######## result_collector ########
Figure 1. Sequential cells colored by netlist name (result_collector).
Other sequential cells in the stronger gray, the rest of the logic in the fainter gray.
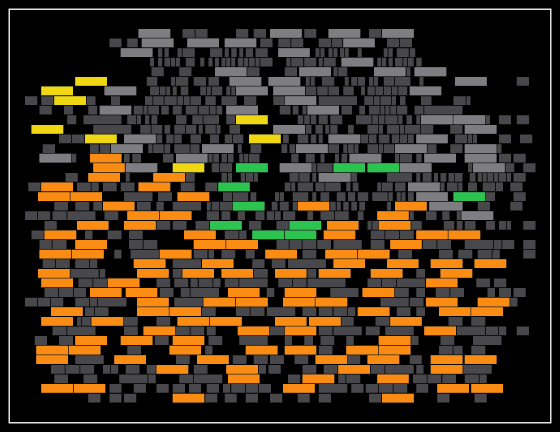

[src/rtl/result_collector_pkg.sv]
// -----------------------------------------------------------------------------
// result_collector_pkg
//   Shared definitions for the result collector slice: the FSM state encoding,
//   default data/address widths, the FIFO entry width, and a small helper that
//   clamps a zero map dimension to one.
// -----------------------------------------------------------------------------
package result_collector_pkg;

   typedef enum logic [1:0] {
      ST_IDLE  = 2'd0,
      ST_RUN   = 2'd1,
      ST_DRAIN = 2'd2
   } state_t;

   localparam int DATA_W_DEF  = 18;
   localparam int ADDR_W_DEF  = 10;
   localparam int ENTRY_W_DEF = ADDR_W_DEF + DATA_W_DEF;

   // A zero-sized map dimension is treated as a single row/column.
   function automatic logic [7:0] dim_clamp(input logic [7:0] dim);
      return (dim == 8'd0) ? 8'd1 : dim;
   endfunction

endpackage

[src/rtl/result_collector_fifo.sv]
// -----------------------------------------------------------------------------
// result_fifo
//   Parameterised synchronous FIFO with a registered head: an entry pushed into
//   an empty FIFO is visible on rd_data the following cycle.
//
//   Ports:
//     clk, rst      clock, asynchronous active-high reset (flushes the FIFO)
//     push, wr_data write request and entry; accepted when not full, or when
//                   full with a pop in the same cycle
//     pop           read request; ignored when empty
//     rd_data       head entry (zero while empty)
//     count         number of stored entries (0..DEPTH)
//     full, empty   status flags derived from count
// -----------------------------------------------------------------------------
module result_fifo
   import result_collector_pkg::*;
#(
   parameter  int WIDTH = ENTRY_W_DEF,
   parameter  int DEPTH = 4,
   localparam int PTR_W = $clog2(DEPTH),
   localparam int CNT_W = $clog2(DEPTH) + 1
) (
   input  logic             clk,
   input  logic             rst,
   input  logic             push,
   input  logic             pop,
   input  logic [WIDTH-1:0] wr_data,
   output logic [WIDTH-1:0] rd_data,
   output logic [CNT_W-1:0] count,
   output logic             full,
   output logic             empty
);

   logic [PTR_W-1:0] wr_ptr_reg;
   logic [PTR_W-1:0] rd_ptr_reg;
   logic [CNT_W-1:0] count_reg;
   logic [WIDTH-1:0] entry_q [DEPTH];
   logic             pop_ok;
   logic             push_ok;

   assign full    = (count_reg == CNT_W'(DEPTH));
   assign empty   = (count_reg == '0);
   assign count   = count_reg;
   assign pop_ok  = pop && !empty;
   // A full FIFO can still take a write when the head leaves in the same cycle.
   assign push_ok = push && (!full || pop_ok);

   // One storage register per entry, written only when the write pointer
   // selects it.
   for (genvar gi = 0; gi < DEPTH; gi++) begin : g_entry
      logic [WIDTH-1:0] entry_reg;

      always_ff @(posedge clk or posedge rst) begin
         if (rst) begin
            entry_reg <= '0;
         end else if (push_ok && (wr_ptr_reg == PTR_W'(gi))) begin
            entry_reg <= wr_data;
         end
      end

      assign entry_q[gi] = entry_reg;
   end

   assign rd_data = empty ? '0 : entry_q[rd_ptr_reg];

   // DEPTH is a power of two, so the pointers wrap naturally.
   always_ff @(posedge clk or posedge rst) begin
      if (rst) begin
         wr_ptr_reg <= '0;
         rd_ptr_reg <= '0;
         count_reg  <= '0;
      end else begin
         if (push_ok) begin
            wr_ptr_reg <= wr_ptr_reg + PTR_W'(1);
         end
         if (pop_ok) begin
            rd_ptr_reg <= rd_ptr_reg + PTR_W'(1);
         end
         unique case ({push_ok, pop_ok})
            2'b10:   count_reg <= count_reg + CNT_W'(1);
            2'b01:   count_reg <= count_reg - CNT_W'(1);
            default: count_reg <= count_reg;
         endcase
      end
   end

endmodule

[src/rtl/result_collector.sv]
// -----------------------------------------------------------------------------
// result_collector
//   Consumes the allocator's result stream, walks the output map in raster
//   order, tags each result with its output address and queues {addr,data} in
//   a small FIFO toward a ready/valid port. Loads the next convolution centre
//   into the allocator once each non-final result lands, and throttles
//   upstream issue (collector_block) when the FIFO is nearly full.
//
//   Build option: define RELU_EN to clamp negative results to zero before
//   they are queued; otherwise data passes unmodified.
//
//   Ports:
//     clk, rst                 clock, asynchronous active-high reset
//     start                    frame start pulse (honoured only when idle)
//     out_width, out_height    map dimensions, sampled on start (0 -> 1)
//     base_addr                first output address, sampled on start
//     result_ready/_data       allocator result strobe and signed value
//     center_x/y_input         next centre coordinates to the allocator
//     center_write_enable      one-cycle centre load pulse
//     collector_block          FIFO count >= FIFO_DEPTH-1
//     out_valid/data/addr      FIFO head; popped when out_ready is high
//     busy                     frame in progress (RUN or DRAIN)
//     frame_done               one-cycle pulse when the frame has fully drained
//     overflow_err             sticky; set by dropped or stray results
// -----------------------------------------------------------------------------
module result_collector
   import result_collector_pkg::*;
#(
   parameter int DATA_W     = DATA_W_DEF,
   parameter int ADDR_W     = ADDR_W_DEF,
   parameter int FIFO_DEPTH = 4
) (
   input  logic              clk,
   input  logic              rst,
   input  logic              start,
   input  logic [7:0]        out_width,
   input  logic [7:0]        out_height,
   input  logic [ADDR_W-1:0] base_addr,
   input  logic              result_ready,
   input  logic [DATA_W-1:0] result_data,
   output logic [7:0]        center_x_input,
   output logic [7:0]        center_y_input,
   output logic              center_write_enable,
   output logic              collector_block,
   output logic              out_valid,
   output logic [DATA_W-1:0] out_data,
   output logic [ADDR_W-1:0] out_addr,
   input  logic              out_ready,
   output logic              busy,
   output logic              frame_done,
   output logic              overflow_err
);

   localparam int ENTRY_W = ADDR_W + DATA_W;
   localparam int CNT_W   = $clog2(FIFO_DEPTH) + 1;

   state_t            state_reg;
   state_t            state_next;
   logic [7:0]        width_reg;
   logic [7:0]        height_reg;
   logic [7:0]        x_reg;
   logic [7:0]        y_reg;
   logic [ADDR_W-1:0] addr_reg;
   logic [7:0]        cx_reg;
   logic [7:0]        cy_reg;
   logic              cwe_reg;
   logic              frame_done_reg;
   logic              ovf_reg;

   logic              load_frame;
   logic              push_req;
   logic              set_ovf;
   logic              done_next;
   logic              last_pixel;
   logic              row_end;
   logic              accept_ok;

   logic [DATA_W-1:0]  data_in;
   logic [ENTRY_W-1:0] fifo_rd;
   logic [CNT_W-1:0]   fifo_count;
   logic               fifo_full;
   logic               fifo_empty;
   logic               fifo_pop;

`ifdef RELU_EN
   assign data_in = result_data[DATA_W-1] ? '0 : result_data;
`else
   assign data_in = result_data;
`endif

   assign row_end    = (x_reg == width_reg - 8'd1);
   assign last_pixel = row_end && (y_reg == height_reg - 8'd1);
   assign fifo_pop   = out_valid && out_ready;
   assign accept_ok  = !fifo_full || fifo_pop;

   // ---------------------------------------------------------------- FSM
   always_ff @(posedge clk or posedge rst) begin
      if (rst) begin
         state_reg <= ST_IDLE;
      end else begin
         state_reg <= state_next;
      end
   end

   always_comb begin
      state_next = state_reg;
      load_frame = 1'b0;
      push_req   = 1'b0;
      set_ovf    = 1'b0;
      done_next  = 1'b0;
      unique case (state_reg)
         ST_IDLE: begin
            if (start) begin
               load_frame = 1'b1;
               state_next = ST_RUN;
            end
            if (result_ready) begin
               set_ovf = 1'b1;
            end
         end
         ST_RUN: begin
            if (result_ready) begin
               if (accept_ok) begin
                  push_req = 1'b1;
                  if (last_pixel) begin
                     state_next = ST_DRAIN;
                  end
               end else begin
                  set_ovf = 1'b1;
               end
            end
         end
         ST_DRAIN: begin
            if (result_ready) begin
               set_ovf = 1'b1;
            end
            if (fifo_empty) begin
               done_next  = 1'b1;
               state_next = ST_IDLE;
            end
         end
         default: state_next = ST_IDLE;
      endcase
   end

   // ------------------------------------------- raster counters and centre
   always_ff @(posedge clk or posedge rst) begin
      if (rst) begin
         width_reg      <= '0;
         height_reg     <= '0;
         x_reg          <= '0;
         y_reg          <= '0;
         addr_reg       <= '0;
         cx_reg         <= '0;
         cy_reg         <= '0;
         cwe_reg        <= 1'b0;
         frame_done_reg <= 1'b0;
         ovf_reg        <= 1'b0;
      end else begin
         cwe_reg        <= 1'b0;
         frame_done_reg <= done_next;

         if (load_frame) begin
            width_reg  <= dim_clamp(out_width);
            height_reg <= dim_clamp(out_height);
            x_reg      <= '0;
            y_reg      <= '0;
            addr_reg   <= base_addr;
            cx_reg     <= '0;
            cy_reg     <= '0;
            cwe_reg    <= 1'b1;
         end else if (push_req) begin
            addr_reg <= addr_reg + ADDR_W'(1);
            if (last_pixel) begin
               // Frame complete: no further centre to load.
               x_reg <= '0;
               y_reg <= '0;
            end else if (row_end) begin
               x_reg   <= '0;
               y_reg   <= y_reg + 8'd1;
               cx_reg  <= '0;
               cy_reg  <= y_reg + 8'd1;
               cwe_reg <= 1'b1;
            end else begin
               x_reg   <= x_reg + 8'd1;
               cx_reg  <= x_reg + 8'd1;
               cy_reg  <= y_reg;
               cwe_reg <= 1'b1;
            end
         end

         // A stray result in the same cycle as start still flags the error.
         if (set_ovf) begin
            ovf_reg <= 1'b1;
         end else if (load_frame) begin
            ovf_reg <= 1'b0;
         end
      end
   end

   // ---------------------------------------------------------------- FIFO
   result_fifo #(
      .WIDTH (ENTRY_W),
      .DEPTH (FIFO_DEPTH)
   ) u_fifo (
      .clk     (clk),
      .rst     (rst),
      .push    (push_req),
      .pop     (fifo_pop),
      .wr_data ({addr_reg, data_in}),
      .rd_data (fifo_rd),
      .count   (fifo_count),
      .full    (fifo_full),
      .empty   (fifo_empty)
   );

   assign out_valid           = !fifo_empty;
   assign out_addr            = fifo_rd[ENTRY_W-1:DATA_W];
   assign out_data            = fifo_rd[DATA_W-1:0];
   assign collector_block     = (fifo_count >= CNT_W'(FIFO_DEPTH - 1));
   assign busy                = (state_reg != ST_IDLE);
   assign frame_done          = frame_done_reg;
   assign overflow_err        = ovf_reg;
   assign center_x_input      = cx_reg;
   assign center_y_input      = cy_reg;
   assign center_write_enable = cwe_reg;

endmodule

[config.mk]
export PLATFORM = sky130hd
export DESIGN_NAME = result_collector
export DESIGN_NICKNAME = d
export VERILOG_FILES = /design/src/rtl/result_collector_pkg.sv /design/src/rtl/result_collector_fifo.sv /design/src/rtl/result_collector.sv
export SDC_FILE = /design/constraint.sdc
export NUM_CORES = 1
export LEC_CHECK = 0
export CORE_ASPECT_RATIO = 0.75
export CORE_MARGIN = 4
export CORE_UTILIZATION = 55
export CTS_BUF_LIST = sky130_fd_sc_hd__clkbuf_4
export CTS_CLUSTER_DIAMETER = 200
export DETAILED_ROUTE_END_ITERATION = 6
export HOLD_SLACK_MARGIN = 0.1
export PLACE_DENSITY = 0.78
export REMOVE_ABC_BUFFERS = 1
export SETUP_SLACK_MARGIN = 0.02
export SYNTH_ARGS = -nofsm -noshare
export SYNTH_HDL_FRONTEND = slang
export SYNTH_SLANG_ARGS = --single-unit
export TNS_END_PERCENT = 20
[constraint.sdc]
create_clock -name clk -period 7.03 [get_ports clk]
set_input_delay 1.406 -clock clk [delete_from_list [all_inputs] [get_ports clk]]
set_output_delay 1.406 -clock clk [all_outputs]
set_load 0.02 [all_outputs]
######## tmds_word_aligner ########
`config.mk`:
```
export PLATFORM = sky130hd
export DESIGN_NAME = tmds_word_aligner
export DESIGN_NICKNAME = d
export VERILOG_FILES = /design/src/rtl/tmds_word_aligner.sv
export SDC_FILE = /design/constraint.sdc
export NUM_CORES = 1
export LEC_CHECK = 0
export CELL_PAD_IN_SITES_DETAIL_PLACEMENT = 1
export CELL_PAD_IN_SITES_GLOBAL_PLACEMENT = 2
export CORE_ASPECT_RATIO = 0.75
export CORE_MARGIN = 2
export CORE_UTILIZATION = 32
export CTS_CLUSTER_SIZE = 28
export DETAILED_ROUTE_END_ITERATION = 8
export HOLD_SLACK_MARGIN = 0.1
export PLACE_DENSITY = 0.86
export SLEW_MARGIN = 10
export SYNTH_ARGS = -nofsm -noshare
export SYNTH_HDL_FRONTEND = slang
export SYNTH_SLANG_ARGS = --single-unit
```
`constraint.sdc`:
```
create_clock -name clk_1x_in -period 2.2 [get_ports clk_1x_in]
set_input_delay 0.66 -clock clk_1x_in [delete_from_list [all_inputs] [get_ports clk_1x_in]]
set_output_delay 0.66 -clock clk_1x_in [all_outputs]
set_load 0.005 [all_outputs]
```
`src/rtl/tmds_word_aligner.sv`:
```
// TMDS word aligner for one HDMI/DVI channel.
// Hunts for 10-bit word alignment by counting runs of TMDS control tokens,
// pulsing bitslip to the deserializer until a run is found, then holds lock
// until control tokens go missing for too long.
// Optional statistics outputs are enabled with the macro ALIGN_STATS_EN.
module tmds_word_aligner #(
  parameter int unsigned CTRL_RUN      = 8,
  parameter int unsigned SEARCH_WINDOW = 2048,
  parameter int unsigned SETTLE_CYCLES = 4,
  parameter int unsigned LOSS_WINDOW   = 4096
) (
  input  logic        clk_1x_in,
  input  logic        rst_in,
  input  logic [9:0]  deser_data,
  output logic [9:0]  data_out,
  output logic        ctrl_token,
  output logic        bitslip,
  output logic        aligned,
  output logic [3:0]  slip_pos
`ifdef ALIGN_STATS_EN
  ,
  output logic [15:0] slip_count,
  output logic [7:0]  lock_loss
`endif
);

  localparam int unsigned RUN_W    = $clog2(CTRL_RUN + 1);
  localparam int unsigned WIN_W    = $clog2(SEARCH_WINDOW + 1);
  localparam int unsigned SETTLE_W = $clog2(SETTLE_CYCLES + 1);
  localparam int unsigned GAP_W    = $clog2(LOSS_WINDOW + 1);

  localparam logic [9:0] TOKEN_0 = 10'b1101010100;
  localparam logic [9:0] TOKEN_1 = 10'b0010101011;
  localparam logic [9:0] TOKEN_2 = 10'b0101010100;
  localparam logic [9:0] TOKEN_3 = 10'b1010101011;

  typedef enum logic [1:0] {
    ST_SEARCH = 2'd0,
    ST_SLIP   = 2'd1,
    ST_SETTLE = 2'd2,
    ST_LOCKED = 2'd3
  } state_t;

  state_t              state, state_nxt;
  logic [RUN_W-1:0]    run_cnt, run_nxt;
  logic [WIN_W-1:0]    win_cnt, win_nxt;
  logic [SETTLE_W-1:0] settle_cnt, settle_nxt;
  logic [GAP_W-1:0]    gap_cnt, gap_nxt;
  logic [3:0]          slip_pos_nxt;
  logic                is_token_c;
  logic                lock_lost_c;

  // Exact 10-bit match against the four control tokens on the raw word.
  always_comb begin
    is_token_c = (deser_data == TOKEN_0) || (deser_data == TOKEN_1) ||
                 (deser_data == TOKEN_2) || (deser_data == TOKEN_3);
  end

  // Registered datapath: word and token flag, one cycle of latency.
  always_ff @(posedge clk_1x_in or posedge rst_in) begin
    if (rst_in) begin
      data_out   <= '0;
      ctrl_token <= 1'b0;
    end else begin
      data_out   <= deser_data;
      ctrl_token <= is_token_c;
    end
  end

  // State, counters and registered control outputs.
  always_ff @(posedge clk_1x_in or posedge rst_in) begin
    if (rst_in) begin
      state      <= ST_SEARCH;
      run_cnt    <= '0;
      win_cnt    <= '0;
      settle_cnt <= '0;
      gap_cnt    <= '0;
      slip_pos   <= '0;
      bitslip    <= 1'b0;
      aligned    <= 1'b0;
    end else begin
      state      <= state_nxt;
      run_cnt    <= run_nxt;
      win_cnt    <= win_nxt;
      settle_cnt <= settle_nxt;
      gap_cnt    <= gap_nxt;
      slip_pos   <= slip_pos_nxt;
      bitslip    <= (state_nxt == ST_SLIP);
      aligned    <= (state_nxt == ST_LOCKED);
    end
  end

  // Next-state and counter logic; detection works on the registered word.
  always_comb begin
    state_nxt    = state;
    run_nxt      = run_cnt;
    win_nxt      = win_cnt;
    settle_nxt   = settle_cnt;
    gap_nxt      = gap_cnt;
    slip_pos_nxt = slip_pos;
    lock_lost_c  = 1'b0;

    case (state)
      ST_SEARCH: begin
        if (run_cnt == RUN_W'(CTRL_RUN)) begin
          // Lock wins over a window expiry in the same cycle.
          state_nxt = ST_LOCKED;
          run_nxt   = '0;
          win_nxt   = '0;
          gap_nxt   = '0;
        end else if (win_cnt == WIN_W'(SEARCH_WINDOW - 1)) begin
          state_nxt    = ST_SLIP;
          run_nxt      = '0;
          win_nxt      = '0;
          slip_pos_nxt = (slip_pos == 4'd9) ? 4'd0 : slip_pos + 4'd1;
        end else begin
          win_nxt = win_cnt + WIN_W'(1);
          run_nxt = ctrl_token ? run_cnt + RUN_W'(1) : '0;
        end
      end

      ST_SLIP: begin
        state_nxt  = ST_SETTLE;
        settle_nxt = '0;
      end

      ST_SETTLE: begin
        // Deserializer output is unreliable right after a slip; tokens ignored.
        if (settle_cnt == SETTLE_W'(SETTLE_CYCLES - 1)) begin
          state_nxt  = ST_SEARCH;
          settle_nxt = '0;
          win_nxt    = '0;
          run_nxt    = '0;
        end else begin
          settle_nxt = settle_cnt + SETTLE_W'(1);
        end
      end

      ST_LOCKED: begin
        if (gap_cnt == GAP_W'(LOSS_WINDOW - 1)) begin
          // Drop lock without slipping; the search resumes at the same position.
          state_nxt   = ST_SEARCH;
          gap_nxt     = '0;
          win_nxt     = '0;
          run_nxt     = '0;
          lock_lost_c = 1'b1;
        end else begin
          gap_nxt = ctrl_token ? '0 : gap_cnt + GAP_W'(1);
        end
      end

      default: begin
        state_nxt = ST_SEARCH;
      end
    endcase
  end

`ifdef ALIGN_STATS_EN
  // Saturating counts of bitslip pulses and lock losses since reset.
  always_ff @(posedge clk_1x_in or posedge rst_in) begin
    if (rst_in) begin
      slip_count <= '0;
      lock_loss  <= '0;
    end else begin
      if ((state_nxt == ST_SLIP) && (slip_count != 16'hFFFF)) begin
        slip_count <= slip_count + 16'd1;
      end
      if (lock_lost_c && (lock_loss != 8'hFF)) begin
        lock_loss <= lock_loss + 8'd1;
      end
    end
  end
`else
  // Loss strobe only feeds the statistics counters.
  logic unused_lock_lost;
  always_comb begin
    unused_lock_lost = lock_lost_c;
  end
`endif

endmodule
```

==> notes/layouts.md <==
Pictures saved along the way, in no particular order.

The metal 2 layer.
Cells faint in the background.
(a)
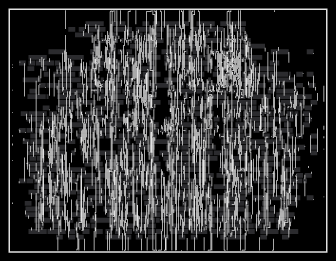
(b)
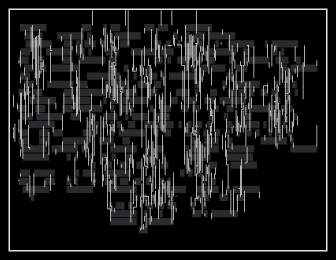
- (b) = tmds_word_aligner
- (a) = result_collector

Key to (a):
nets with wire on the layer: 755
wire length on this layer: 9,170 um
main direction: vertical

Figure 2. The metal 1 layer (result_collector).
Scale bar: 50 um. Cells faint in the background.
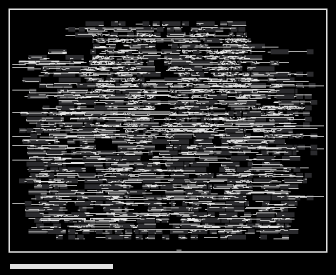
longest straight run: 42.8 um
share of all routed wire: 45%
wire length on this layer: 8,390 um
nets with wire on the layer: 776

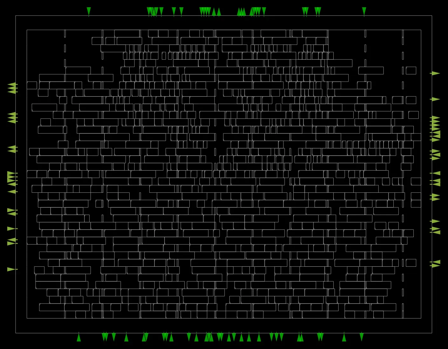
Figure 3: result_collector, cell outlines without signal wires.
final sequential cell count: 182
end-of-flow core utilization: 66.37%

About Figure 1:
legend:
  center_x_input:
    color: yellow
    flops: 8
    where: top left
  u_fifo.g_entry.entry_reg:
    color: orange
    flops: 112
  addr_reg:
    color: green
    flops: 10
    where: middle
FF+latch area: 4556 um^2
register share of the cell area: 44.65%

==> flow report, result_collector <==
=============================================================================
Clock tree cell share of total cell area .......................       3.569%
Comb area ......................................................    3891 um^2
GR Util met3 ...................................................       4.667%
Number of tap cells added at floorplan .........................          205
XORs/XNORs by Area .............................................       3.734%
Count of clock-net buffers in the final layout .................           18
Result of the run ..............................................    completed
Top Metal Used .................................................         met4
Multi-input comb cells .........................................          458
Mean cell area of the mapped netlist ...........................   12.45 um^2
CTS max path bufs ..............................................            2
Dominant delay contributor by cell family on the critical path .   flip-flops
Startpoint of the most critical hold path ...................... center_x_input[4]
Vias after detailed routing ....................................        5,824
Clock tree root buffer cell .................................... sky130_fd_sc_hd__clkbuf_4
Relative max-transition margin .................................       30.20%
GR Layer Usage met2 ............................................       35.07%
Post-Place Worst Slack .........................................     2.531 ns
Max Clock Skew .................................................   0.01484 ns
Max FFs per register ...........................................          112
=============================================================================
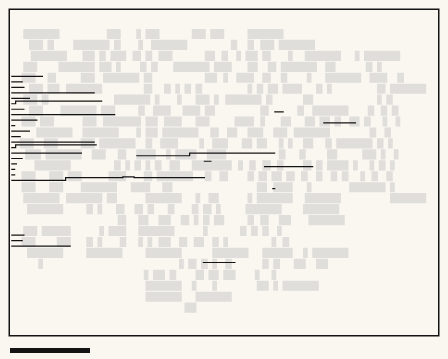
Figure 4: tmds_word_aligner, signal wires on met3.
Scale bar: 20 um. Cells faint in the background.
main direction: horizontal
nets with wire on the layer: 27
wire length on this layer: 303 um
longest straight run: 25.5 um
vias after detailed routing: 2,074
GR Util met3: 4.494%

==> flow report, tmds_word_aligner <==
================================================================================
Result of the run .................................................    completed
Critical path arrival .............................................      2.31 ns
Number of I/O port buffers ........................................           28
Via count of the first global-routing pass ........................        2,147
Cells in synth_stat.txt ...........................................          255
AND/OR/NAND/NOR Cells, Area Fraction ..............................       24.74%
TritonCTS clock tree ..............................................          yes
Nets@finish .......................................................          322
Number of instances resized during post-cts repair ................            0
Clock distribution power ..........................................       543 uW
Combinational share of power ......................................         4.6%
Endpoint of the worst-slack reg-to-reg timing path ................   run_cnt[2]
Final standard cell count with taps included and fillers excluded .          402
Req. time, crit path ..............................................      2.43 ns
Count leader, synth ............................................... sky130_fd_sc_hd__dfrtp_1
Nature of the critical path startpoint ............................         flop
Biggest area cells ................................................ sky130_fd_sc_hd__dfrtp_1 (51%), sky130_fd_sc_hd__ha_1 (5.0%), sky130_fd_sc_hd__nand3_1 (3.8%)
Tool warnings .....................................................           31
Final sequential cell count .......................................           51
Largest stage delay, worst path ...................................      0.50 ns
Placed cell count .................................................          392
================================================================================

Power figures rest on the tool's default switching activity, not on a simulated workload.
